# ---- bcp_scan_unit_flat ----
bcp_scan_unit_flat/floorplan.png
Bar = 50 um. Pins as bars on the die edge.
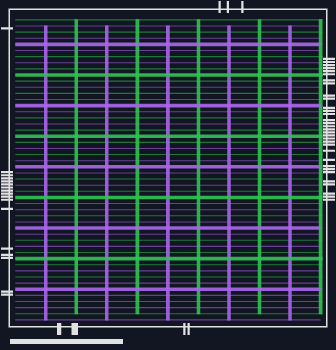
bcp_scan_unit_flat/class_map.png
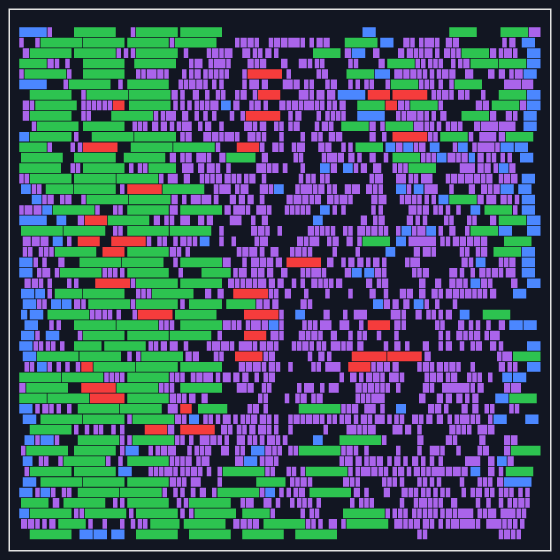
$ cat src/rtl/bcp_scan_unit_if.sv
// Implication stream channel of bcp_scan_unit.
// master drives implications, slave consumes them.
interface bcp_scan_unit_if #(
  parameter int VAR_W = 3,
  parameter int CLS_W = 3
);
  logic             imp_valid;
  logic             imp_ready;
  logic [VAR_W-1:0] imp_var;
  logic             imp_value;
  logic [CLS_W-1:0] imp_clause;

  modport master (
    output imp_valid,
    output imp_var,
    output imp_value,
    output imp_clause,
    input  imp_ready
  );

  modport slave (
    input  imp_valid,
    input  imp_var,
    input  imp_value,
    input  imp_clause,
    output imp_ready
  );
endinterface

$ cat src/rtl/bcp_scan_unit.sv
// BCP clause bank: per pass reports lowest conflict or streams unit implications.
// Optional BCP_DEDUP_EN: skip repeated implications, stop on contradictory ones.
module bcp_scan_unit #(
  parameter  int VAR_NUM    = 8,
  parameter  int CLAUSE_NUM = 8,
  localparam int VAR_W      = $clog2(VAR_NUM),
  localparam int CLS_W      = $clog2(CLAUSE_NUM)
) (
  input  logic               clock,
  input  logic               reset,
  input  logic               load_valid,
  input  logic [CLS_W-1:0]   load_idx,
  input  logic               load_en,
  input  logic [VAR_NUM-1:0] load_type,
  input  logic [VAR_NUM-1:0] load_mask,
  input  logic               start,
  input  logic [VAR_NUM-1:0] free,
  input  logic [VAR_NUM-1:0] assignment,
  output logic               busy,
  output logic               done,
  output logic               conflict,
  output logic [CLS_W-1:0]   conflict_clause,
  output logic [CLS_W:0]     imp_count,
  bcp_scan_unit_if.master    imp
);

  typedef enum logic [1:0] {
    IDLE,
    EVAL,
    SCAN,
    DONE
  } state_t;

  state_t state;

  logic [CLAUSE_NUM-1:0] cls_en;
  logic [VAR_NUM-1:0]    cls_type [CLAUSE_NUM];
  logic [VAR_NUM-1:0]    cls_mask [CLAUSE_NUM];
  logic [VAR_NUM-1:0]    free_q;
  logic [VAR_NUM-1:0]    asg_q;
  logic [CLAUSE_NUM-1:0] pending;

  logic [VAR_NUM-1:0]    fv [CLAUSE_NUM];
  logic [CLAUSE_NUM-1:0] sat;
  logic [CLAUSE_NUM-1:0] unit_c;
  logic [CLAUSE_NUM-1:0] confl_c;
  logic [VAR_W-1:0]      uvar [CLAUSE_NUM];
  logic [CLAUSE_NUM-1:0] uval;

  logic [CLAUSE_NUM-1:0] nxt_pend;
  logic [CLS_W-1:0]      nxt_head;
  logic [CLS_W-1:0]      first_unit;
  logic                  fire;
  logic                  dup;
  logic                  contra;

`ifdef BCP_DEDUP_EN
  logic [VAR_NUM-1:0] impl_mask;
  logic [VAR_NUM-1:0] impl_val;
  logic [VAR_NUM-1:0] acc_mask;
  logic [VAR_NUM-1:0] acc_val;
`endif

  function automatic logic [CLS_W-1:0] low_idx(
    input logic [CLAUSE_NUM-1:0] vec
  );
    logic [CLS_W-1:0] r;
    r = '0;
    for (int i = CLAUSE_NUM - 1; i >= 0; i--)
      if (vec[i]) r = CLS_W'(i);
    return r;
  endfunction

  // Clause evaluation against the snapshot taken at start
  always_comb begin
    unit_c  = '0;
    confl_c = '0;
    sat     = '0;
    uval    = '0;
    for (int c = 0; c < CLAUSE_NUM; c++) begin
      fv[c]  = cls_mask[c] & free_q;
      sat[c] = |(cls_mask[c] & ~free_q
                 & ~(asg_q ^ cls_type[c]));
      unit_c[c] = cls_en[c] & ~sat[c]
                  & (fv[c] != '0)
                  & ((fv[c] & (fv[c] - 1'b1)) == '0);
      confl_c[c] = cls_en[c] & ~sat[c]
                   & (fv[c] == '0);
      uvar[c] = '0;
      for (int v = VAR_NUM - 1; v >= 0; v--)
        if (fv[c][v]) uvar[c] = VAR_W'(v);
      uval[c] = cls_type[c][uvar[c]];
    end
  end

  // Next head after the current one retires (accepted or skipped)
  always_comb begin
    fire       = ~imp.imp_valid | imp.imp_ready;
    nxt_pend   = pending & (pending - 1'b1);
    nxt_head   = low_idx(nxt_pend);
    first_unit = low_idx(unit_c);
    dup        = 1'b0;
    contra     = 1'b0;
`ifdef BCP_DEDUP_EN
    acc_mask = impl_mask;
    acc_val  = impl_val;
    if (imp.imp_valid) begin
      acc_mask[imp.imp_var] = 1'b1;
      acc_val[imp.imp_var]  = imp.imp_value;
    end
    if (acc_mask[uvar[nxt_head]]) begin
      dup    = acc_val[uvar[nxt_head]] == uval[nxt_head];
      contra = ~dup;
    end
`endif
  end

  always_ff @(posedge clock) begin
    if (!reset) begin
      state           <= IDLE;
      cls_en          <= '0;
      for (int c = 0; c < CLAUSE_NUM; c++) begin
        cls_type[c] <= '0;
        cls_mask[c] <= '0;
      end
      free_q          <= '0;
      asg_q           <= '0;
      pending         <= '0;
      busy            <= 1'b0;
      done            <= 1'b0;
      conflict        <= 1'b0;
      conflict_clause <= '0;
      imp_count       <= '0;
      imp.imp_valid   <= 1'b0;
      imp.imp_var     <= '0;
      imp.imp_value   <= 1'b0;
      imp.imp_clause  <= '0;
`ifdef BCP_DEDUP_EN
      impl_mask       <= '0;
      impl_val        <= '0;
`endif
    end else begin
      case (state)
        IDLE: begin
          if (load_valid) begin
            cls_en[load_idx]   <= load_en;
            cls_type[load_idx] <= load_type;
            cls_mask[load_idx] <= load_mask;
          end
          if (start) begin
            free_q          <= free;
            asg_q           <= assignment;
            imp_count       <= '0;
            conflict        <= 1'b0;
            conflict_clause <= '0;
            busy            <= 1'b1;
            state           <= EVAL;
`ifdef BCP_DEDUP_EN
            impl_mask       <= '0;
            impl_val        <= '0;
`endif
          end
        end
        EVAL: begin
          pending <= unit_c;
          if (|confl_c) begin
            conflict        <= 1'b1;
            conflict_clause <= low_idx(confl_c);
            done            <= 1'b1;
            state           <= DONE;
          end else if (unit_c == '0) begin
            done  <= 1'b1;
            state <= DONE;
          end else begin
            imp.imp_valid  <= 1'b1;
            imp.imp_var    <= uvar[first_unit];
            imp.imp_value  <= uval[first_unit];
            imp.imp_clause <= first_unit;
            state          <= SCAN;
          end
        end
        SCAN: begin
          if (fire) begin
            pending <= nxt_pend;
            if (imp.imp_valid) begin
              imp_count <= imp_count + 1'b1;
`ifdef BCP_DEDUP_EN
              impl_mask <= acc_mask;
              impl_val  <= acc_val;
`endif
            end
            imp.imp_var    <= uvar[nxt_head];
            imp.imp_value  <= uval[nxt_head];
            imp.imp_clause <= nxt_head;
            if (nxt_pend == '0) begin
              imp.imp_valid <= 1'b0;
              done          <= 1'b1;
              state         <= DONE;
            end else if (contra) begin
              imp.imp_valid   <= 1'b0;
              conflict        <= 1'b1;
              conflict_clause <= nxt_head;
              done            <= 1'b1;
              state           <= DONE;
            end else begin
              imp.imp_valid <= ~dup;
            end
          end
        end
        DONE: begin
          done  <= 1'b0;
          busy  <= 1'b0;
          state <= IDLE;
        end
        default: state <= IDLE;
      endcase
    end
  end

endmodule
$ cat src/flat_wrapper.sv
// flat-port wrapper written by rule: the top's interface ports become plain ports
module bcp_scan_unit_flat 
#(
  parameter  int VAR_NUM    = 8,
  parameter  int CLAUSE_NUM = 8,
  localparam int VAR_W      = $clog2(VAR_NUM),
  localparam int CLS_W      = $clog2(CLAUSE_NUM)
)
  (clock, reset, load_valid, load_idx, load_en, load_type, load_mask, start, free, assignment, busy, done, conflict, conflict_clause, imp_count, imp_imp_valid, imp_imp_var, imp_imp_value, imp_imp_clause, imp_imp_ready);
  bcp_scan_unit_if imp_i ();
  input  logic clock;
  input  logic reset;
  input  logic load_valid;
  input  logic [CLS_W-1:0] load_idx;
  input  logic load_en;
  input  logic [VAR_NUM-1:0] load_type;
  input  logic [VAR_NUM-1:0] load_mask;
  input  logic start;
  input  logic [VAR_NUM-1:0] free;
  input  logic [VAR_NUM-1:0] assignment;
  output logic busy;
  output logic done;
  output logic conflict;
  output logic [CLS_W-1:0] conflict_clause;
  output logic [CLS_W:0] imp_count;
  output wire logic [$bits(imp_i.imp_valid)-1:0] imp_imp_valid;
  output wire logic [$bits(imp_i.imp_var)-1:0] imp_imp_var;
  output wire logic [$bits(imp_i.imp_value)-1:0] imp_imp_value;
  output wire logic [$bits(imp_i.imp_clause)-1:0] imp_imp_clause;
  input wire logic [$bits(imp_i.imp_ready)-1:0] imp_imp_ready;
  assign imp_imp_valid = imp_i.imp_valid;
  assign imp_imp_var = imp_i.imp_var;
  assign imp_imp_value = imp_i.imp_value;
  assign imp_imp_clause = imp_i.imp_clause;
  assign imp_i.imp_ready = imp_imp_ready;
  bcp_scan_unit #(.VAR_NUM(VAR_NUM), .CLAUSE_NUM(CLAUSE_NUM)) u_core (.clock(clock), .reset(reset), .load_valid(load_valid), .load_idx(load_idx), .load_en(load_en), .load_type(load_type), .load_mask(load_mask), .start(start), .free(free), .assignment(assignment), .busy(busy), .done(done), .conflict(conflict), .conflict_clause(conflict_clause), .imp_count(imp_count), .imp(imp_i));
endmodule
$ cat config.mk
export PLATFORM = sky130hd
export DESIGN_NAME = bcp_scan_unit_flat
export DESIGN_NICKNAME = d
export VERILOG_FILES = /design/src/rtl/bcp_scan_unit_if.sv /design/src/rtl/bcp_scan_unit.sv /design/src/flat_wrapper.sv
export SDC_FILE = /design/constraint.sdc
export NUM_CORES = 1
export LEC_CHECK = 0
export ABC_AREA = 1
export CORE_MARGIN = 2
export CORE_UTILIZATION = 60
export CTS_BUF_LIST = sky130_fd_sc_hd__clkbuf_16
export DETAILED_ROUTE_END_ITERATION = 8
export PLACE_DENSITY = 0.8
export SETUP_SLACK_MARGIN = 0.02
export SYNTH_ARGS = -nofsm -noshare
export SYNTH_HDL_FRONTEND = slang
export SYNTH_SLANG_ARGS = --single-unit
$ cat constraint.sdc
create_clock -name clock -period 2.95 [get_ports clock]
set_clock_uncertainty 0.05 [all_clocks]
set_input_delay 0.885 -clock clock [delete_from_list [all_inputs] [get_ports clock]]
set_output_delay 0.885 -clock clock [all_outputs]
set_load 0.005 [all_outputs]
==> summary.txt <==
Outcome = completed
Final setup viols = 0
WL/cell = 20.9 um
Logic area = 5310 um2
Hold Path Cell Cnt = 2
Top flop regs = u_core.cls_mask: 64 flops, u_core.cls_type: 64 flops
Cts hold-fix bufs = 0
Ys Warns = 0
Number of cells in Yosys stat = 1566
Cells along the critical path = inv_2 -> nand2_1 -> nand2_1 -> o21ai_0 -> nor2_2 -> nand4_1 -> nand4_1 -> o21ai_2 -> nand2_2 -> nor2_4 -> clkbuf_2 -> buf_4 -> o21a_1 -> nand2_1 -> inv_1
Num CTS Buffers = 17
R2R cell count = 15
Cell mode on critical path = nand2_1
Worst path arrival time = 3.13 ns
Routability cong. = 1.04
Dpl cells = 1859
Notes on bcp_scan_unit_flat/floorplan.png above:
VDD -> green
VSS -> purple
signal pins = 59
met5 straps = 9
rows = 49
met1 rails = 50
met4 straps = 10
peak supply drop: 0.000459 V
Vert. Die Dim: 140 um
Core Area: 18100 um2
Die Wd: 140 um

Notes on bcp_scan_unit_flat/class_map.png above:
registers -> green  # cells 180
clock drivers and dummy loads -> red  # cells 32
remaining logic cells -> purple  # cells 1338
remaining buffers and delay cells -> blue  # cells 117
flop share of the area: 0.378
Final Util: 0.717
Finished Cell Area: 13000 um2
FP Rows: 49

[tightest hold or removal path, cell delays in order, from the launching register on]
cell and delay (ns):
dfxtp_1 0.32, inv_1 0.05, a21oi_1 0.05
[cells by family (layout without fill, tap and decap cells)]
kind of cell | after synthesis | in the layout
flops | 180 | 180
simple gates | 899 | 899
xor+xnor | 7 | 7
buf+inv | 242 | 343
compound gates | 233 | 233
fa+ha+maj | 5 | 5

# ---- deser_in_stage ----
deser_in_stage/class_map.png
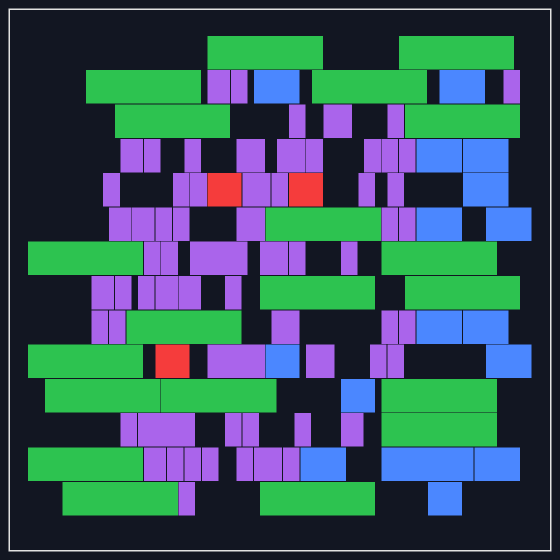
<file path="src/rtl/deser_in_stage.sv">
// -----------------------------------------------------------------------------
// deser_in_stage
//   Serial-to-parallel input stage. Serial bits are qualified by a valid strobe
//   and assembled MSB first into a WIDTH-bit word. Each complete word is
//   presented on data_o together with a one-cycle data_val_o pulse. Gaps inside
//   a word are tolerated. Optionally, a word that stays incomplete for too long
//   is discarded and reported with drop_o.
//
// Parameters
//   WIDTH    parallel word width in bits (>= 2)
//   TIMEOUT  consecutive idle cycles tolerated inside a partial word (>= 1)
//
// Build option
//   DESER_IN_STAGE_TIMEOUT_EN  defined   -> partial words are dropped after
//                                           TIMEOUT idle cycles (drop_o pulses)
//                              undefined -> partial words are held
//                                           indefinitely, drop_o is always 0,
//                                           TIMEOUT is ignored
//
// Ports
//   clk_i       in   1      clock, rising edge
//   rst_n_i     in   1      asynchronous active-low reset (release is
//                           expected to be synchronous to clk_i)
//   data_val_i  in   1      serial bit valid strobe
//   data_i      in   1      serial data bit, used only when data_val_i=1
//   data_val_o  out  1      one-cycle pulse: data_o holds a new word
//   data_o      out  WIDTH  last complete word, held between words
//   drop_o      out  1      one-cycle pulse: a partial word was discarded
//
// Handshake: there is no back-pressure. A bit is consumed on every rising edge
// where data_val_i=1; a word is offered on every cycle where data_val_o=1 and
// the consumer must take it in that cycle.
// -----------------------------------------------------------------------------
module deser_in_stage #(
  parameter int WIDTH   = 8,
  parameter int TIMEOUT = 16
) (
  input  logic             clk_i,
  input  logic             rst_n_i,
  input  logic             data_val_i,
  input  logic             data_i,
  output logic             data_val_o,
  output logic [WIDTH-1:0] data_o,
  output logic             drop_o
);

  localparam int CNT_W = (WIDTH > 2) ? $clog2(WIDTH) : 1;

  // Elaboration-time guard on the parameter ranges the logic relies on.
  if (WIDTH < 2 || TIMEOUT < 1) begin : g_param_check
    $error("deser_in_stage: WIDTH must be >= 2 and TIMEOUT >= 1");
  end

  typedef enum logic {
    IDLE    = 1'b0,  // no partial word, cnt = 0
    COLLECT = 1'b1   // 1..WIDTH-1 bits of the current word held
  } state_t;

  state_t             state_q;
  logic [CNT_W-1:0]   cnt_q;
  logic [WIDTH-1:0]   sh_q;

  // Word formed by the incoming bit; becomes data_o on the last bit.
  logic [WIDTH-1:0]   sh_next;
  assign sh_next = {sh_q[WIDTH-2:0], data_i};

`ifdef DESER_IN_STAGE_TIMEOUT_EN
  localparam int GAP_W = (TIMEOUT > 1) ? $clog2(TIMEOUT + 1) : 1;
  logic [GAP_W-1:0]   gap_q;
`endif

  always_ff @(posedge clk_i or negedge rst_n_i) begin
    if (!rst_n_i) begin
      state_q    <= IDLE;
      cnt_q      <= '0;
      sh_q       <= '0;
      data_o     <= '0;
      data_val_o <= 1'b0;
      drop_o     <= 1'b0;
`ifdef DESER_IN_STAGE_TIMEOUT_EN
      gap_q      <= '0;
`endif
    end else begin
      // Both status outputs are single-cycle pulses by construction.
      data_val_o <= 1'b0;
      drop_o     <= 1'b0;

      case (state_q)
        IDLE: begin
`ifdef DESER_IN_STAGE_TIMEOUT_EN
          gap_q <= '0;
`endif
          if (data_val_i) begin
            // First bit of a new word: it ends up as the MSB after WIDTH shifts.
            sh_q    <= sh_next;
            cnt_q   <= CNT_W'(1);
            state_q <= COLLECT;
          end
        end

        COLLECT: begin
          if (data_val_i) begin
            // A valid bit always wins over a timeout in the same cycle.
            sh_q <= sh_next;
`ifdef DESER_IN_STAGE_TIMEOUT_EN
            gap_q <= '0;
`endif
            if (cnt_q == CNT_W'(WIDTH - 1)) begin
              data_o     <= sh_next;
              data_val_o <= 1'b1;
              cnt_q      <= '0;
              state_q    <= IDLE;
            end else begin
              cnt_q <= cnt_q + 1'b1;
            end
          end else begin
`ifdef DESER_IN_STAGE_TIMEOUT_EN
            // This idle cycle is the TIMEOUT-th consecutive one: drop the word.
            if (gap_q == GAP_W'(TIMEOUT - 1)) begin
              gap_q   <= '0;
              cnt_q   <= '0;
              sh_q    <= '0;
              drop_o  <= 1'b1;
              state_q <= IDLE;
            end else begin
              gap_q <= gap_q + 1'b1;
            end
`endif
          end
        end

        default: begin
          state_q <= IDLE;
          cnt_q   <= '0;
        end
      endcase
    end
  end

endmodule

</file>
<file path="config.mk">
export PLATFORM = sky130hd
export DESIGN_NAME = deser_in_stage
export DESIGN_NICKNAME = d
export VERILOG_FILES = /design/src/rtl/deser_in_stage.sv
export SDC_FILE = /design/constraint.sdc
export NUM_CORES = 1
export LEC_CHECK = 0
export ABC_AREA = 1
export CORE_UTILIZATION = 50
export DETAILED_ROUTE_END_ITERATION = 7
export PLACE_DENSITY_LB_ADDON = 0.1
export SYNTH_ARGS = -nofsm -noshare
export SYNTH_HDL_FRONTEND = slang
export SYNTH_SLANG_ARGS = --single-unit
</file>
<file path="constraint.sdc">
create_clock -name clk_i -period 1.5 [get_ports clk_i]
set_input_delay 0.225 -clock clk_i [delete_from_list [all_inputs] [get_ports clk_i]]
set_output_delay 0.225 -clock clk_i [all_outputs]
set_load 0.01 [all_outputs]
</file>
==> summary.txt <==
Outcome = completed
Synth Seq Share = 0.601
Crit. End Element = primary output
Critical Path Max Stage Delay = 0.55 ns
Global-route wire length before repair = 2630 um
Post-synth top flop = dfrtp_1
Yosys cell types = 14
Max-Cap Viols = 0
MUX area fraction = 0
Comb. pwr = 0.542 mW
Worst Path Required = 1.27 ns
Met1 usage = 0.267
Num CTS Buffers = 3
P_sw = 0.504 mW
Synth top area cells = dfrtp_1 (60%), nand2_1 (14%), nand4_1 (6.0%)
Yosys xor share = 0
Post-Route WL = 1460 um
Cells along the critical path = clkdlybuf4s50_1
Setup bufs post-CTS = 0
Total Die Area = 1830 um2
RSZ-0062 raised after global routing = false
Layout non-clock buf frac = 0.162
Mapped cell area = 833 um2
Reg-to-reg startpoint = cnt_q[0]
About deser_in_stage/class_map.png:
clock-net drivers -> red  # cells 3
remaining logic cells -> purple  # cells 64
registers -> green  # cells 20
remaining buffers and delay cells -> blue  # cells 16
FP Rows: 14
flop share of the area: 0.498
Finished Cell Area: 1010 um2
Core Area: 1520 um2

## per-stage QoR
step / cells / instance area [um2] / setup WS (ns)
3_3_place_gp: 116 / 983 / 0.208
4_1_cts: 119 / 1010 / 0.0607
6_report: 119 / 1010 / 0.0627
5_1_grt: 119 / 1010 / 0.0215
2_1_floorplan: 89 / 833 / 0.229
3_5_place_dp: 116 / 983 / 0.200
## registers in the layout (all words and copies together), names as in the netlist
register / flops
data_o: 8
state_q: 1
data_val_o: 1
cnt_q: 3
sh_q: 7

# ---- rtlola_event_queue ----
rtlola_event_queue/floorplan.png
Bar = 100 um. Pins as bars on the die edge.
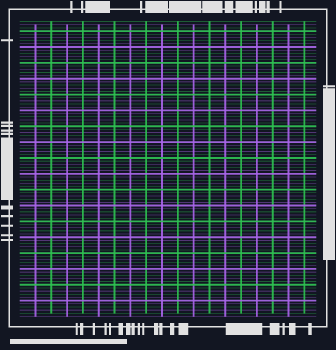
rtlola_event_queue/class_map.png
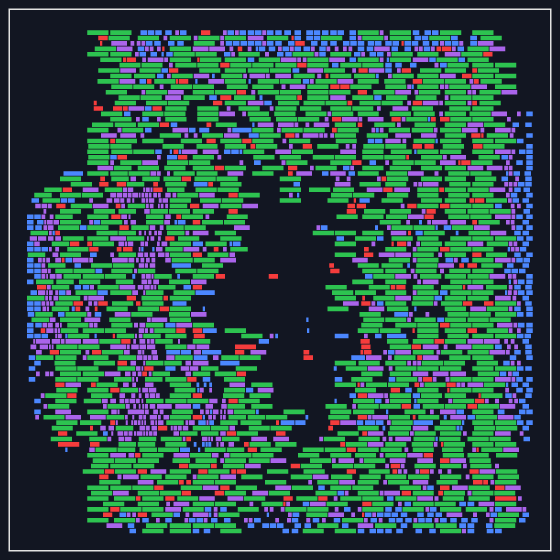
File: src/rtl/rtlola_pkg.sv
// Shared definitions for the RTLola input event queue.
//   NUM_INPUTS / DATA_W / TAG_W : lane count, lane width and timestamp width.
//                                 They fix the layout of rtlola_event_t, so
//                                 change them here rather than per instance.
//   rtlola_event_t              : one buffered event {data, new_mask, tag}.
//   lane_mask()                 : zeroes every lane whose new-value bit is 0.
package rtlola_pkg;

    localparam int NUM_INPUTS = 2;
    localparam int DATA_W     = 64;
    localparam int TAG_W      = 64;

    typedef logic [NUM_INPUTS-1:0][DATA_W-1:0] lanes_t;

    typedef struct packed {
        lanes_t                  data;
        logic [NUM_INPUTS-1:0]   new_mask;
        logic [TAG_W-1:0]        tag;
    } rtlola_event_t;

    // Lanes without a fresh value carry stale data upstream; they are stored
    // as 0 so the monitor never sees a value it was not told about.
    function automatic lanes_t lane_mask(input lanes_t data,
                                         input logic [NUM_INPUTS-1:0] new_mask);
        lanes_t result;
        for (int i = 0; i < NUM_INPUTS; i++) begin
            result[i] = new_mask[i] ? data[i] : '0;
        end
        return result;
    endfunction

endpackage

File: src/rtl/rtlola_event_fifo_mem.sv
// Event storage for the queue: DEPTH entries of rtlola_event_t.
//   clk     : write clock
//   wr_en   : write wr_data into entry wr_ptr on the rising edge
//   wr_ptr  : write address
//   wr_data : event to store
//   rd_ptr  : read address
//   rd_data : entry at rd_ptr, combinational read
// The array carries no reset; validity is tracked by the occupancy count in
// the parent, which also gates the outputs.
module rtlola_event_fifo_mem
    import rtlola_pkg::*;
#(
    parameter int DEPTH = 4,
    localparam int PTR_W = $clog2(DEPTH)
) (
    input  logic                 clk,
    input  logic                 wr_en,
    input  logic [PTR_W-1:0]     wr_ptr,
    input  rtlola_event_t        wr_data,
    input  logic [PTR_W-1:0]     rd_ptr,
    output rtlola_event_t        rd_data
);

    rtlola_event_t mem_q [DEPTH];

    always_ff @(posedge clk) begin
        if (wr_en) begin
            mem_q[wr_ptr] <= wr_data;
        end
    end

    assign rd_data = mem_q[rd_ptr];

endmodule

File: src/rtl/rtlola_event_queue.sv
// Input stage in front of the RTLola monitor. Each clock edge with en=1 and at
// least one new-value strobe captures an event {masked lane data, strobes,
// timestamp} into a FIFO; the monitor dequeues the head with pop.
//   clk, rst  : clock (rising edge), asynchronous active-low reset
//   en        : global enable; with en=0 every register holds
//   in_data   : lane i at [i*DATA_W +: DATA_W]
//   in_new    : per-lane new-value strobes
//   pop       : dequeue request from the monitor
//   out_valid : FIFO non-empty; out_data/out_new/out_tag are the head entry,
//               forced to 0 when empty
//   count     : occupancy 0..DEPTH
//   overflow  : sticky, set when an event was dropped on a full FIFO
//   drop_cnt  : saturating count of dropped events
module rtlola_event_queue
    import rtlola_pkg::*;
#(
    parameter int DEPTH  = 4,
    parameter int DROP_W = 16,
    localparam int PTR_W = $clog2(DEPTH),
    localparam int CNT_W = PTR_W + 1
) (
    input  logic                         clk,
    input  logic                         rst,
    input  logic                         en,
    input  logic [NUM_INPUTS*DATA_W-1:0] in_data,
    input  logic [NUM_INPUTS-1:0]        in_new,
    input  logic                         pop,
    output logic                         out_valid,
    output logic [NUM_INPUTS*DATA_W-1:0] out_data,
    output logic [NUM_INPUTS-1:0]        out_new,
    output logic [TAG_W-1:0]             out_tag,
    output logic [CNT_W-1:0]             count,
    output logic                         overflow,
    output logic [DROP_W-1:0]            drop_cnt
);

    logic [PTR_W-1:0]  wr_ptr_q, wr_ptr_d;
    logic [PTR_W-1:0]  rd_ptr_q, rd_ptr_d;
    logic [CNT_W-1:0]  count_q, count_d;
    logic [TAG_W-1:0]  time_cnt_q, time_cnt_d;
    logic              overflow_q, overflow_d;
    logic [DROP_W-1:0] drop_cnt_q, drop_cnt_d;

    lanes_t            in_lanes;
    rtlola_event_t     wr_entry;
    rtlola_event_t     head;
    logic              non_empty;
    logic              full;
    logic              is_event;
    logic              pop_eff;
    logic              push_ok;
    logic              drop;

    assign in_lanes = in_data;

    always_comb begin
        non_empty = (count_q != '0);
        full      = (count_q == CNT_W'(DEPTH));
        is_event  = en & (|in_new);
        pop_eff   = en & pop & non_empty;
        // A full FIFO still accepts an event when the head leaves on the same edge.
        push_ok   = is_event & (~full | pop_eff);
        drop      = is_event & ~push_ok;

        // Tag is the counter value before this edge's increment.
        wr_entry.data     = lane_mask(in_lanes, in_new);
        wr_entry.new_mask = in_new;
        wr_entry.tag      = time_cnt_q;

        time_cnt_d = en ? time_cnt_q + TAG_W'(1) : time_cnt_q;
        wr_ptr_d   = wr_ptr_q + PTR_W'(push_ok);
        rd_ptr_d   = rd_ptr_q + PTR_W'(pop_eff);
        count_d    = count_q + CNT_W'(push_ok) - CNT_W'(pop_eff);
        overflow_d = overflow_q | drop;
        drop_cnt_d = drop_cnt_q;
        if (drop && (drop_cnt_q != '1)) begin
            drop_cnt_d = drop_cnt_q + DROP_W'(1);
        end
    end

    always_ff @(posedge clk or negedge rst) begin
        if (!rst) begin
            wr_ptr_q   <= '0;
            rd_ptr_q   <= '0;
            count_q    <= '0;
            time_cnt_q <= '0;
            overflow_q <= 1'b0;
            drop_cnt_q <= '0;
        end else begin
            wr_ptr_q   <= wr_ptr_d;
            rd_ptr_q   <= rd_ptr_d;
            count_q    <= count_d;
            time_cnt_q <= time_cnt_d;
            overflow_q <= overflow_d;
            drop_cnt_q <= drop_cnt_d;
        end
    end

    rtlola_event_fifo_mem #(
        .DEPTH (DEPTH)
    ) u_mem (
        .clk     (clk),
        .wr_en   (push_ok),
        .wr_ptr  (wr_ptr_q),
        .wr_data (wr_entry),
        .rd_ptr  (rd_ptr_q),
        .rd_data (head)
    );

    // Storage is unreset, so the head is only exposed while the count says it
    // holds a real entry; this also makes every output 0 during reset.
    generate
        for (genvar gi = 0; gi < NUM_INPUTS; gi++) begin : g_out_lane
            assign out_data[gi*DATA_W +: DATA_W] = non_empty ? head.data[gi] : '0;
        end
    endgenerate

    assign out_valid = non_empty;
    assign out_new   = non_empty ? head.new_mask : '0;
    assign out_tag   = non_empty ? head.tag : '0;
    assign count     = count_q;
    assign overflow  = overflow_q;
    assign drop_cnt  = drop_cnt_q;

endmodule
File: config.mk
export PLATFORM = sky130hd
export DESIGN_NAME = rtlola_event_queue
export DESIGN_NICKNAME = d
export VERILOG_FILES = /design/src/rtl/rtlola_pkg.sv /design/src/rtl/rtlola_event_fifo_mem.sv /design/src/rtl/rtlola_event_queue.sv
export SDC_FILE = /design/constraint.sdc
export NUM_CORES = 1
export LEC_CHECK = 0
export CORE_MARGIN = 8
export CORE_UTILIZATION = 53
export CTS_BUF_LIST = sky130_fd_sc_hd__clkbuf_4 sky130_fd_sc_hd__clkbuf_8
export CTS_CLUSTER_SIZE = 10
export DETAILED_ROUTE_END_ITERATION = 10
export GPL_TIMING_DRIVEN = 0
export PLACE_DENSITY = 0.8
export SLEW_MARGIN = 20
export SYNTH_ARGS = -nofsm -noshare
export SYNTH_HDL_FRONTEND = slang
export SYNTH_HIERARCHICAL = 1
export SYNTH_SLANG_ARGS = --single-unit
File: constraint.sdc
create_clock -name clk -period 14.6 [get_ports clk]
set_input_delay 2.92 -clock clk [delete_from_list [all_inputs] [get_ports clk]]
set_output_delay 2.92 -clock clk [all_outputs]
set_load 0.1 [all_outputs]
==> summary.txt <==
N_taps = 855
RSZ-0062 raised after global routing = false
Post-DR vias/cell = 5.60
Met2 usage = 0.348
Htree depth = 4
Startpoint Class = flop
Flip-flops with a built-in enable = 776
Post-Route WL = 77200 um
Crit. path cell count = 6
Outcome = completed
Top cell type by total area after synthesis = edfxtp_1
CP top delay family = buffers and inverters
Number of cells in Yosys stat = 1772
Logic area = 8460 um2
Clock-cell share of area = 0.0657
Num CTS Buffers = 138
Floorplan Nets = 1913
Buf+Inv Stages, Crit Path = 4
Critical path's slowest cell = clkdlybuf4s50_1
Hold Path Cell Cnt = 1
Logic Gate Count = 808
Remaining global-route overflow = 0
Routed met3 length = 6000 um
Nets@finish = 2436
Least-Margin Pin Slew = 1.13 ns
Antenna Cells = 2
Ys Warns = 6
## Picture notes: rtlola_event_queue/floorplan.png
VDD -> green
VSS -> purple
rows = 93
met4 straps = 18
signal pins = 349
Core Area: 64300 um2
Die Wd: 271 um

## Picture notes: rtlola_event_queue/class_map.png
remaining buffers and delay cells -> blue  # cells 472
remaining logic cells -> purple  # cells 819
clock drivers and dummy loads -> red  # cells 248
registers -> green  # cells 864
flop share of the area: 0.600
FP Rows: 93
Final Util: 0.661

[state kept, by name, summed over array words and instances (netlist names)]
register     cells
u_mem/mem_q    776
wr_ptr_q         2
drop_cnt        16
count            3
rd_ptr_q         2
time_cnt_q      64
overflow         1
[metrics by stage]
stage / hold slack [ns] / cell area, um2
2_1_floorplan: 0.433 / 34500
3_3_place_gp: 0.451 / 39000
3_5_place_dp: 0.463 / 39700
4_1_cts: 0.471 / 42500
5_1_grt: 0.491 / 42500
6_report: 0.474 / 42500

# ---- pc_sequencer_flat ----
==> src/rtl/pc_pkg.sv <==
// Shared encodings for the program-counter sequencer: op codes, fault codes,
// sequencer state and the RAS count-width helper.
package pc_pkg;

  typedef enum logic [2:0] {
    OP_INC    = 3'd0,
    OP_JUMP   = 3'd1,
    OP_BRANCH = 3'd2,
    OP_CALL   = 3'd3,
    OP_RET    = 3'd4,
    OP_HOLD   = 3'd5
  } op_e;

  typedef enum logic [1:0] {
    FC_NONE = 2'd0,
    FC_OVF  = 2'd1,
    FC_UNF  = 2'd2,
    FC_ILL  = 2'd3
  } fault_e;

  typedef enum logic {
    ST_RUN   = 1'b0,
    ST_FAULT = 1'b1
  } seq_state_e;

  // Width needed to count 0..depth valid return-stack entries.
  function automatic int cntWidth(input int depth);
    return $clog2(depth + 1);
  endfunction

endpackage

==> src/rtl/pc_sequencer_if.sv <==
// Control-unit <-> sequencer bundle: op request in, pc and fault status out.
interface pc_sequencer_if
  import pc_pkg::*;
#(
  parameter int PC_WIDTH     = 8,
  parameter int OFFSET_WIDTH = 8,
  parameter int RAS_DEPTH    = 4
);

  logic                           enable;
  logic [2:0]                     op;
  logic [PC_WIDTH-1:0]            target;
  logic [OFFSET_WIDTH-1:0]        offset;
  logic [PC_WIDTH-1:0]            pc;
  logic [cntWidth(RAS_DEPTH)-1:0] ras_count;
  logic                           fault;
  logic [1:0]                     fault_code;

  modport master (
    output enable, op, target, offset,
    input  pc, ras_count, fault, fault_code
  );

  modport slave (
    input  enable, op, target, offset,
    output pc, ras_count, fault, fault_code
  );

endinterface

==> src/rtl/return_stack.sv <==
// Return-address LIFO. Push/pop are ignored when full/empty; dout is the
// current top entry and is meaningless while the stack is empty.
module return_stack
  import pc_pkg::*;
#(
  parameter int WIDTH = 8,
  parameter int DEPTH = 4
) (
  input  logic                       clk,
  input  logic                       reset,
  input  logic                       push,
  input  logic                       pop,
  input  logic [WIDTH-1:0]           din,
  output logic [WIDTH-1:0]           dout,
  output logic [cntWidth(DEPTH)-1:0] count,
  output logic                       full,
  output logic                       empty
);

  localparam int CNT_W = cntWidth(DEPTH);
  localparam int IDX_W = (DEPTH > 1) ? $clog2(DEPTH) : 1;

  logic [WIDTH-1:0] r_mem [DEPTH];
  logic [CNT_W-1:0] r_count;
  logic [IDX_W-1:0] w_wrIdx;
  logic [IDX_W-1:0] w_topIdx;
  logic             w_doPush;
  logic             w_doPop;

  assign full     = (r_count == CNT_W'(DEPTH));
  assign empty    = (r_count == '0);
  assign w_doPush = push & ~full;
  assign w_doPop  = pop & ~empty;
  assign w_wrIdx  = IDX_W'(r_count);
  assign w_topIdx = IDX_W'(r_count - CNT_W'(1));
  assign dout     = r_mem[w_topIdx];
  assign count    = r_count;

  // Entries need no reset: only slots below r_count are ever read.
  always_ff @(posedge clk) begin
    if (w_doPush) begin
      r_mem[w_wrIdx] <= din;
    end
  end

  always_ff @(posedge clk or posedge reset) begin
    if (reset) begin
      r_count <= '0;
    end else if (w_doPush) begin
      r_count <= r_count + CNT_W'(1);
    end else if (w_doPop) begin
      r_count <= r_count - CNT_W'(1);
    end
  end

endmodule

==> src/rtl/pc_sequencer.sv <==
// Program-counter sequencer: inc/jump/branch/call/return with a return-address
// stack, and a sticky fault state that freezes everything until reset.
module pc_sequencer
  import pc_pkg::*;
#(
  parameter int          PC_WIDTH     = 8,
  parameter int unsigned RESET_VECTOR = 0,
  parameter int          RAS_DEPTH    = 4,
  parameter int          OFFSET_WIDTH = 8
) (
  input  logic            clk,
  input  logic            reset,
  pc_sequencer_if.slave   bus
);

  localparam int CNT_W = cntWidth(RAS_DEPTH);
  localparam int SUM_W = (PC_WIDTH > OFFSET_WIDTH) ? PC_WIDTH : OFFSET_WIDTH;
  localparam logic [PC_WIDTH-1:0] RESET_PC = PC_WIDTH'(RESET_VECTOR);

  seq_state_e          r_state;
  seq_state_e          w_nextState;
  fault_e              r_faultCode;
  fault_e              w_nextCode;
  logic [PC_WIDTH-1:0] r_pc;
  logic [PC_WIDTH-1:0] w_nextPc;
  logic [PC_WIDTH-1:0] w_incPc;
  logic [PC_WIDTH-1:0] w_branchPc;
  logic [PC_WIDTH-1:0] w_top;
  logic [CNT_W-1:0]    w_count;
  logic                w_push;
  logic                w_pop;
  logic                w_full;
  logic                w_empty;

  assign w_incPc    = r_pc + PC_WIDTH'(1);
  // Sum at the wider of the two widths so the offset sign-extends, then wrap.
  assign w_branchPc = PC_WIDTH'(SUM_W'(r_pc) + SUM_W'($signed(bus.offset)));

  return_stack #(
    .WIDTH (PC_WIDTH),
    .DEPTH (RAS_DEPTH)
  ) u_ras (
    .clk   (clk),
    .reset (reset),
    .push  (w_push),
    .pop   (w_pop),
    .din   (w_incPc),
    .dout  (w_top),
    .count (w_count),
    .full  (w_full),
    .empty (w_empty)
  );

  always_ff @(posedge clk or posedge reset) begin
    if (reset) begin
      r_state     <= ST_RUN;
      r_faultCode <= FC_NONE;
      r_pc        <= RESET_PC;
    end else begin
      r_state     <= w_nextState;
      r_faultCode <= w_nextCode;
      r_pc        <= w_nextPc;
    end
  end

  // Once faulted, or while disabled, nothing is decoded and no new fault can arise.
  always_comb begin
    w_nextState = r_state;
    w_nextCode  = r_faultCode;
    w_nextPc    = r_pc;
    w_push      = 1'b0;
    w_pop       = 1'b0;
    if (r_state == ST_RUN && bus.enable) begin
      case (op_e'(bus.op))
        OP_INC:    w_nextPc = w_incPc;
        OP_JUMP:   w_nextPc = bus.target;
        OP_BRANCH: w_nextPc = w_branchPc;
        OP_CALL: begin
          if (w_full) begin
            w_nextState = ST_FAULT;
            w_nextCode  = FC_OVF;
          end else begin
            w_push   = 1'b1;
            w_nextPc = bus.target;
          end
        end
        OP_RET: begin
          if (w_empty) begin
            w_nextState = ST_FAULT;
            w_nextCode  = FC_UNF;
          end else begin
            w_pop    = 1'b1;
            w_nextPc = w_top;
          end
        end
        OP_HOLD: ;
        default: begin
          w_nextState = ST_FAULT;
          w_nextCode  = FC_ILL;
        end
      endcase
    end
  end

  assign bus.pc         = r_pc;
  assign bus.ras_count  = w_count;
  assign bus.fault      = (r_state == ST_FAULT);
  assign bus.fault_code = r_faultCode;

endmodule

==> src/flat_wrapper.sv <==
// flat-port wrapper written by rule: the top's interface ports become plain ports
module pc_sequencer_flat import pc_pkg::*;
#(
  parameter int          PC_WIDTH     = 8,
  parameter int unsigned RESET_VECTOR = 0,
  parameter int          RAS_DEPTH    = 4,
  parameter int          OFFSET_WIDTH = 8
)
  (clk, reset, bus_enable, bus_op, bus_target, bus_offset, bus_pc, bus_ras_count, bus_fault, bus_fault_code);
  pc_sequencer_if #(.PC_WIDTH(PC_WIDTH), .OFFSET_WIDTH(OFFSET_WIDTH), .RAS_DEPTH(RAS_DEPTH)) bus_i ();
  input  logic clk;
  input  logic reset;
  input wire logic [$bits(bus_i.enable)-1:0] bus_enable;
  input wire logic [$bits(bus_i.op)-1:0] bus_op;
  input wire logic [$bits(bus_i.target)-1:0] bus_target;
  input wire logic [$bits(bus_i.offset)-1:0] bus_offset;
  output wire logic [$bits(bus_i.pc)-1:0] bus_pc;
  output wire logic [$bits(bus_i.ras_count)-1:0] bus_ras_count;
  output wire logic [$bits(bus_i.fault)-1:0] bus_fault;
  output wire logic [$bits(bus_i.fault_code)-1:0] bus_fault_code;
  assign bus_i.enable = bus_enable;
  assign bus_i.op = bus_op;
  assign bus_i.target = bus_target;
  assign bus_i.offset = bus_offset;
  assign bus_pc = bus_i.pc;
  assign bus_ras_count = bus_i.ras_count;
  assign bus_fault = bus_i.fault;
  assign bus_fault_code = bus_i.fault_code;
  pc_sequencer #(.PC_WIDTH(PC_WIDTH), .RESET_VECTOR(RESET_VECTOR), .RAS_DEPTH(RAS_DEPTH), .OFFSET_WIDTH(OFFSET_WIDTH)) u_core (.clk(clk), .reset(reset), .bus(bus_i));
endmodule
==> config.mk <==
export PLATFORM = sky130hd
export DESIGN_NAME = pc_sequencer_flat
export DESIGN_NICKNAME = d
export VERILOG_FILES = /design/src/rtl/pc_pkg.sv /design/src/rtl/pc_sequencer_if.sv /design/src/rtl/return_stack.sv /design/src/rtl/pc_sequencer.sv /design/src/flat_wrapper.sv
export SDC_FILE = /design/constraint.sdc
export NUM_CORES = 1
export LEC_CHECK = 0
export ABC_AREA = 1
export ABC_CLOCK_PERIOD_IN_PS = 2300
export CAP_MARGIN = 0
export CORE_MARGIN = 1.5
export CORE_UTILIZATION = 50
export CTS_CLUSTER_DIAMETER = 50
export DETAILED_ROUTE_END_ITERATION = 10
export GPL_TIMING_DRIVEN = 0
export PLACE_DENSITY_LB_ADDON = 0.25
export RECOVER_POWER = 50
export SYNTH_ARGS = -nofsm -noshare
export SYNTH_HDL_FRONTEND = slang
export SYNTH_HIERARCHICAL = 1
export SYNTH_SLANG_ARGS = --single-unit
export TNS_END_PERCENT = 5
==> constraint.sdc <==
create_clock -name clk -period 2.3 [get_ports clk]
set_clock_uncertainty 0.15 [all_clocks]
set_input_delay 0.46 -clock clk [delete_from_list [all_inputs] [get_ports clk]]
set_output_delay 0.46 -clock clk [all_outputs]
set_load 0.1 [all_outputs]
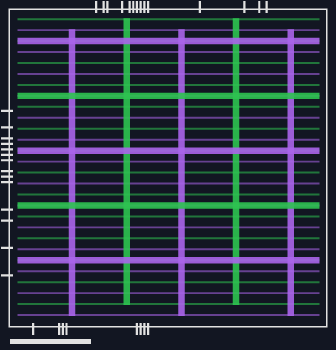
pc_sequencer_flat/floorplan.png
Bar = 20 um. Pins as bars on the die edge.
VDD -> green
VSS -> purple
signal pins = 36
met1 rails = 28
met5 straps = 5
Vert. Die Dim: 78.4 um
Die Wd: 78.4 um
Core Area: 5510 um2

==> summary.txt <==
Worst path arrival time = 1.63 ns
R2R cell count = 10
Max-Cap Viols = 0
Routed met3 length = 268 um
Tally of OpenROAD warnings = 32
Comb. pwr = 0.131 mW
CTS tree = built
Total Die Area = 6150 um2
Top cells excl fill/tap = nand2_1 (102), inv_1 (44), edfxtp_1 (32)
Synth Seq Share = 0.461
Final setup viols = 0
Nets@finish = 422
Critical path's slowest cell = dlygate4sd2_1
Buf+Inv Stages, Crit Path = 1
Power, Total = 1.51 mW
Ys Warns = 6
PD cells = 439 nW/um2
MUX area fraction = 0
Most frequent cells after synthesis = nand2_1 (103), inv_1 (44), edfxtp_1 (32)
RSZ-0062 raised after global routing = true
Routability cong. = 0.863
Outcome = completed
M3 GR Usage = 0.0360
FP Rows = 27
Largest logic family = simple AND/OR/NAND/NOR gates
Number of cells in Yosys stat = 344
Antenna Cells = 0
Mapped cell area = 2850 um2
Clk. pwr = 0.500 mW
-- final cells by class --
class | instances | area share
buffer | 6 | 0.0208
timing repair buffer | 35 | 0.0963
multi-input combinational | 239 | 0.387
sequential | 46 | 0.385
inverter | 52 | 0.0591
clock buffer | 5 | 0.0201
clock inverter | 3 | 0.00620
tap | 72 | 0.0263
-- flip-flops by register name (all words and copies together) (netlist names) --
| name | flops |
|---|---|
| u_core/bus.pc | 8 |
| u_core/bus.fault | 1 |
| u_core/u_ras/r_mem | 32 |
| u_core/bus.fault_code | 2 |
| u_core/u_ras/count | 3 |

# ---- irq_scheduler ----
irq_scheduler/floorplan.png
Bar = 20 um. Pins as bars on the die edge.
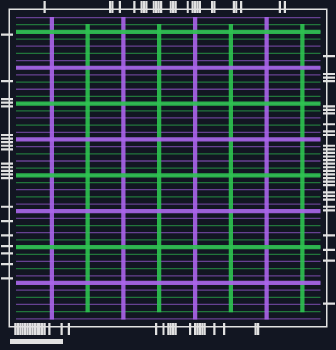
irq_scheduler/class_map.png
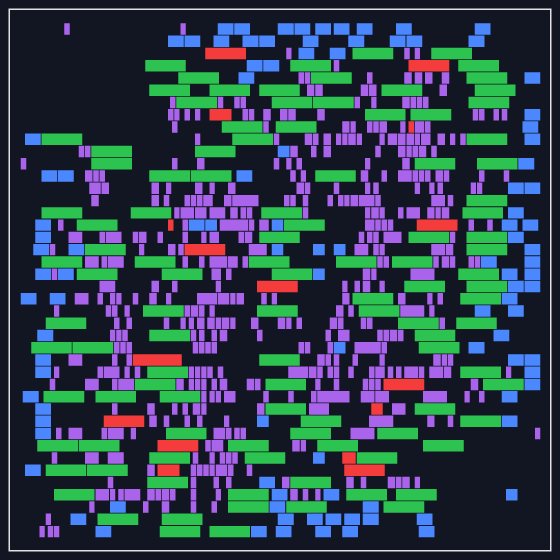
==> config.mk <==
export PLATFORM = sky130hd
export DESIGN_NAME = irq_scheduler
export DESIGN_NICKNAME = d
export VERILOG_FILES = /design/src/rtl/irq_scheduler.sv
export SDC_FILE = /design/constraint.sdc
export NUM_CORES = 1
export LEC_CHECK = 0
export ABC_AREA = 1
export ABC_CLOCK_PERIOD_IN_PS = 2960
export CELL_PAD_IN_SITES_DETAIL_PLACEMENT = 0
export CELL_PAD_IN_SITES_GLOBAL_PLACEMENT = 1
export CORE_MARGIN = 2
export CORE_UTILIZATION = 37
export CTS_CLUSTER_DIAMETER = 150
export DETAILED_ROUTE_END_ITERATION = 10
export PLACE_DENSITY_LB_ADDON = 0.25
export SLEW_MARGIN = 10
export SYNTH_ARGS = -nofsm -noshare
export SYNTH_HDL_FRONTEND = slang
export SYNTH_SLANG_ARGS = --single-unit
export TNS_END_PERCENT = 30
==> constraint.sdc <==
create_clock -name clk -period 2.96 [get_ports clk]
set_clock_uncertainty 0.1 [all_clocks]
set_input_delay 0.74 -clock clk [delete_from_list [all_inputs] [get_ports clk]]
set_output_delay 0.74 -clock clk [all_outputs]
set_load 0.01 [all_outputs]
==> src/rtl/irq_scheduler.sv <==
`default_nettype none
// ============================================================================
// Module   : irq_scheduler
// Purpose  : Edge-triggered interrupt collector and vectoring scheduler for
//            cpu_core. Captures rising edges on irq_in into PENDING, picks
//            the lowest enabled pending source while GIE is set, presents
//            cpu_irq together with a vector address, and walks a
//            IDLE -> REQ -> SERVICE handshake with the core. Software access
//            goes through a pipelined Wishbone slave.
// Ports    : clk, rst (async, active-low)
//            irq_in[NUM_IRQ]         interrupt source lines
//            wb_adr_s/wb_in_s/wb_out_s/wb_cyc_s/wb_stb_s/wb_we_s/
//            wb_ack_s/wb_stall_s     Wishbone slave (stall tied 0)
//            cpu_irq, interuptadr    request and vector to cpu_core
//            interrutack, exitint    core accept / handler-done pulses
// Register map (byte address, bits[1:0] ignored):
//            0x00 CTRL bit0 GIE      0x04 ENABLE
//            0x08 PENDING (W1C)      0x0C VECBASE
//            0x10 STATUS (RO): [1:0] state code, [11:8] active id
// Revision : 1.0  initial release
// ============================================================================
module irq_scheduler #(
  parameter int NUM_IRQ     = 8,
  parameter int pc_bit_size = 25,
  parameter int VEC_SHIFT   = 5
) (
  input  logic                   clk,
  input  logic                   rst,
  input  logic [NUM_IRQ-1:0]     irq_in,
  input  logic [4:0]             wb_adr_s,
  input  logic [31:0]            wb_in_s,
  output logic [31:0]            wb_out_s,
  input  logic                   wb_cyc_s,
  input  logic                   wb_stb_s,
  input  logic                   wb_we_s,
  output logic                   wb_ack_s,
  output logic                   wb_stall_s,
  output logic                   cpu_irq,
  output logic [pc_bit_size-1:0] interuptadr,
  input  logic                   interrutack,
  input  logic                   exitint
);

  localparam logic [2:0] A_CTRL    = 3'd0;
  localparam logic [2:0] A_ENABLE  = 3'd1;
  localparam logic [2:0] A_PENDING = 3'd2;
  localparam logic [2:0] A_VECBASE = 3'd3;
  localparam logic [2:0] A_STATUS  = 3'd4;

  typedef enum logic [1:0] {
    S_IDLE    = 2'd0,
    S_REQ     = 2'd1,
    S_SERVICE = 2'd2
  } state_t;

  state_t                 r_state;
  logic                   r_gie;
  logic [NUM_IRQ-1:0]     r_enable;
  logic [NUM_IRQ-1:0]     r_pending;
  logic [NUM_IRQ-1:0]     r_irq_q;
  logic [pc_bit_size-1:0] r_vecbase;
  logic [3:0]             r_active_id;

  logic                   w_access;
  logic                   w_wr;
  logic [2:0]             w_reg;
  logic [NUM_IRQ-1:0]     w_edge;
  logic [NUM_IRQ-1:0]     w_w1c;
  logic [NUM_IRQ-1:0]     w_ack_clr;
  logic [NUM_IRQ-1:0]     w_pending_nxt;
  logic [NUM_IRQ-1:0]     w_ready;
  logic [3:0]             w_next_id;
  logic [pc_bit_size-1:0] w_id_ext;
  logic [pc_bit_size-1:0] w_vec_addr;
  logic [31:0]            w_rdata;
  logic                   w_unused;

  assign wb_stall_s = 1'b0;
  assign w_access   = wb_cyc_s & wb_stb_s;
  assign w_wr       = w_access & wb_we_s;
  assign w_reg      = wb_adr_s[4:2];

  // Byte-lane bits of the address and data bits above the widest register
  // carry no meaning here.
  assign w_unused = ^{wb_adr_s[1:0], wb_in_s};

  // ---------------------------------------------------------------------------
  // Pending bookkeeping. Edge sets are OR-ed in last so that a new edge wins
  // over both a software W1C and the hardware clear on core acceptance.
  // ---------------------------------------------------------------------------
  assign w_edge    = irq_in & ~r_irq_q;
  assign w_w1c     = (w_wr && (w_reg == A_PENDING)) ? wb_in_s[NUM_IRQ-1:0] : '0;
  assign w_ack_clr = ((r_state == S_REQ) && interrutack) ?
                     (NUM_IRQ'(1) << r_active_id) : '0;
  assign w_pending_nxt = (r_pending & ~w_w1c & ~w_ack_clr) | w_edge;

  // ---------------------------------------------------------------------------
  // Fixed-priority arbitration: lowest index wins (scan high to low so the
  // last assignment is the lowest set bit).
  // ---------------------------------------------------------------------------
  assign w_ready = r_pending & r_enable;

  always_comb begin
    w_next_id = 4'd0;
    for (int i = NUM_IRQ - 1; i >= 0; i--) begin
      if (w_ready[i]) begin
        w_next_id = 4'(i);
      end
    end
  end

  // Vector arithmetic is carried out at the address width so the sum wraps.
  assign w_id_ext   = pc_bit_size'(w_next_id);
  assign w_vec_addr = r_vecbase + (w_id_ext << VEC_SHIFT);

  // ---------------------------------------------------------------------------
  // Read mux
  // ---------------------------------------------------------------------------
  always_comb begin
    w_rdata = 32'd0;
    case (w_reg)
      A_CTRL:    w_rdata = {31'd0, r_gie};
      A_ENABLE:  w_rdata = 32'(r_enable);
      A_PENDING: w_rdata = 32'(r_pending);
      A_VECBASE: w_rdata = 32'(r_vecbase);
      A_STATUS:  w_rdata = {20'd0, r_active_id, 6'd0, r_state};
      default:   w_rdata = 32'd0;
    endcase
  end

  // ---------------------------------------------------------------------------
  // Bus slave, configuration registers and pending capture
  // ---------------------------------------------------------------------------
  always_ff @(posedge clk or negedge rst) begin
    if (!rst) begin
      r_gie     <= 1'b0;
      r_enable  <= '0;
      r_pending <= '0;
      r_irq_q   <= '0;
      r_vecbase <= '0;
      wb_ack_s  <= 1'b0;
      wb_out_s  <= 32'd0;
    end else begin
      r_irq_q   <= irq_in;
      r_pending <= w_pending_nxt;
      wb_ack_s  <= w_access;
      wb_out_s  <= (w_access && !wb_we_s) ? w_rdata : 32'd0;
      if (w_wr) begin
        case (w_reg)
          A_CTRL:    r_gie     <= wb_in_s[0];
          A_ENABLE:  r_enable  <= wb_in_s[NUM_IRQ-1:0];
          A_VECBASE: r_vecbase <= wb_in_s[pc_bit_size-1:0];
          default:   ;
        endcase
      end
    end
  end

  // ---------------------------------------------------------------------------
  // Handshake FSM. Once a request is raised it is only retired by the core's
  // acceptance, so software changes to GIE/ENABLE/PENDING cannot withdraw it.
  // ---------------------------------------------------------------------------
  always_ff @(posedge clk or negedge rst) begin
    if (!rst) begin
      r_state     <= S_IDLE;
      r_active_id <= 4'd0;
      interuptadr <= '0;
      cpu_irq     <= 1'b0;
    end else begin
      case (r_state)
        S_IDLE: begin
          if (r_gie && (|w_ready)) begin
            r_active_id <= w_next_id;
            interuptadr <= w_vec_addr;
            cpu_irq     <= 1'b1;
            r_state     <= S_REQ;
          end
        end
        S_REQ: begin
          if (interrutack) begin
            cpu_irq <= 1'b0;
            r_state <= S_SERVICE;
          end
        end
        S_SERVICE: begin
          if (exitint) begin
            r_state <= S_IDLE;
          end
        end
        default: begin
          cpu_irq <= 1'b0;
          r_state <= S_IDLE;
        end
      endcase
    end
  end

endmodule
`default_nettype wire

==> summary.txt <==
Yosys xor share = 0.0177
Reg-to-reg startpoint = r_pending[7]
Setup TNS Final = 0 ns
Logic area = 1920 um2
Outcome = completed
Leakage Power = 3.12 nW
Cts hold-fix bufs = 0
Cells along the critical path = nand2_1 -> inv_1 -> nand2_1 -> nand2_1 -> nand2_1 -> nand2_1 -> nand2_1 -> a21boi_0 -> ha_1 -> inv_1 -> fa_1 -> o21ai_4 -> nand2_1 -> o21ai_0 -> nand2_1 -> nand2_1 -> nand2_1
Nets@finish = 723
Yosys cell types = 37
1st-iter DRT viols = 263
All-Layer GR Usage = 0.180
CTS tree = built
M1 wire length = 5520 um
M3 GR Usage = 0.0413
P_sw = 1.53 mW
Dpl cells = 832
Max-slew violation count = 0
Comb. pwr = 1.37 mW
About irq_scheduler/floorplan.png:
VDD -> green
VSS -> purple
met5 straps = 8
met1 rails = 43
signal pins = 112
Core Area: 13200 um2
Die Wd: 120 um
Vert. Die Dim: 120 um
peak supply drop: 0.000267 V

About irq_scheduler/class_map.png:
clock drivers and dummy loads -> red  # cells 16
remaining buffers and delay cells -> blue  # cells 104
remaining logic cells -> purple  # cells 445
registers -> green  # cells 107
flop share of the area: 0.420
Final Util: 0.483
Finished Cell Area: 6370 um2
FP Rows: 42

## cell usage after synthesis, types with 9 or more instances
library cell    n
nand2_1       185
dfrtp_1       107
inv_1          55
nor2_1         41
nand3_1        26
o21ai_0        20
a21oi_1        16
nor3_1         16
buf_4          12
o21ai_1        12
nand3_2         9
o21ai_2         9
xor2_1          9
## final cells by class
cell class,instances,area share
inverters,61,0.0363
well taps,176,0.0346
clock buffers,13,0.0408
flip-flops and latches,107,0.420
repair buffers,104,0.159
multi-input cells,384,0.302
clock inverters,3,0.00726


==> layout pictures side by side <==
Metal layers overlaid.
panel A
Bar = 50 um.
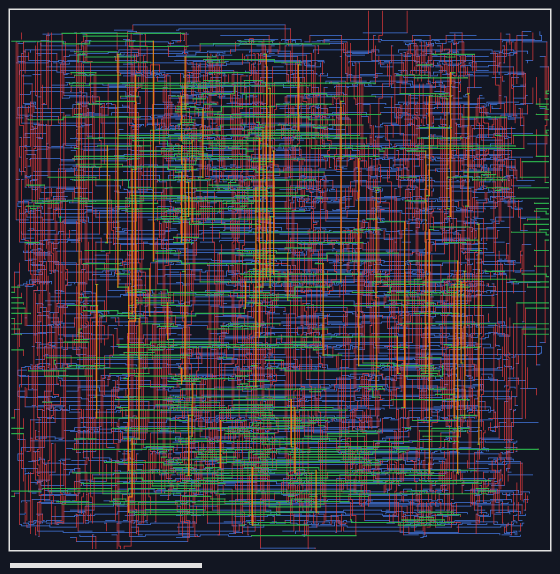
panel B
Bar = 20 um.
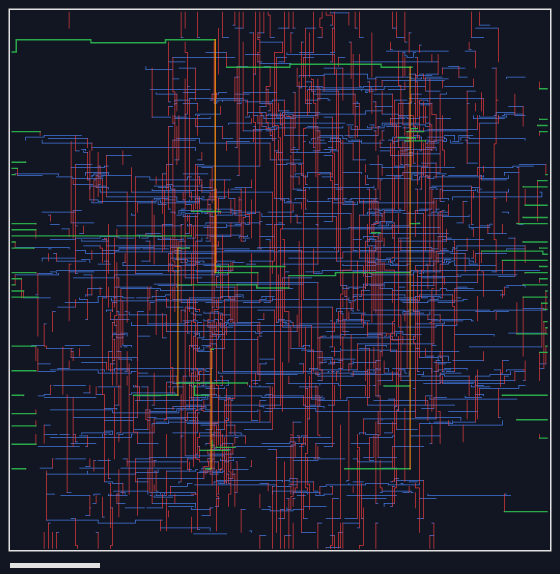
panel C
Bar = 10 um.
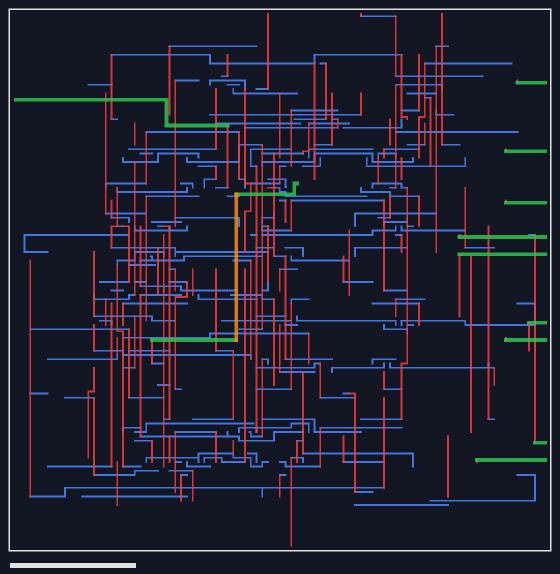
panel D
Bar = 100 um.
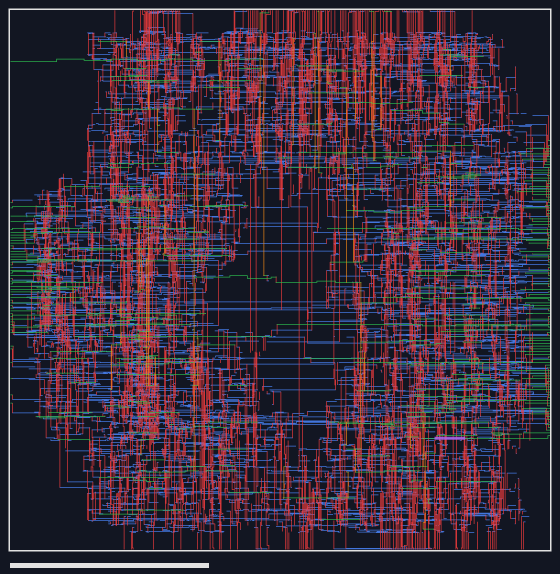
panel E
Bar = 20 um.
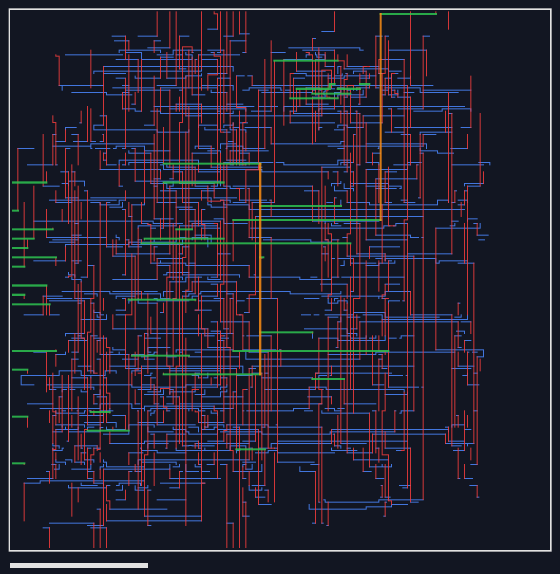
irq_scheduler is panel B.
rtlola_event_queue is panel D.
bcp_scan_unit_flat is panel A.
pc_sequencer_flat is panel E.
deser_in_stage is panel C.

Key to panel E:
M4 -> orange  # wire length 60.5 um
M2 -> red  # wire length 3040 um
M3 -> green  # wire length 268 um
M1 -> blue  # wire length 2740 um

Power and IR drop assume default switching activity.
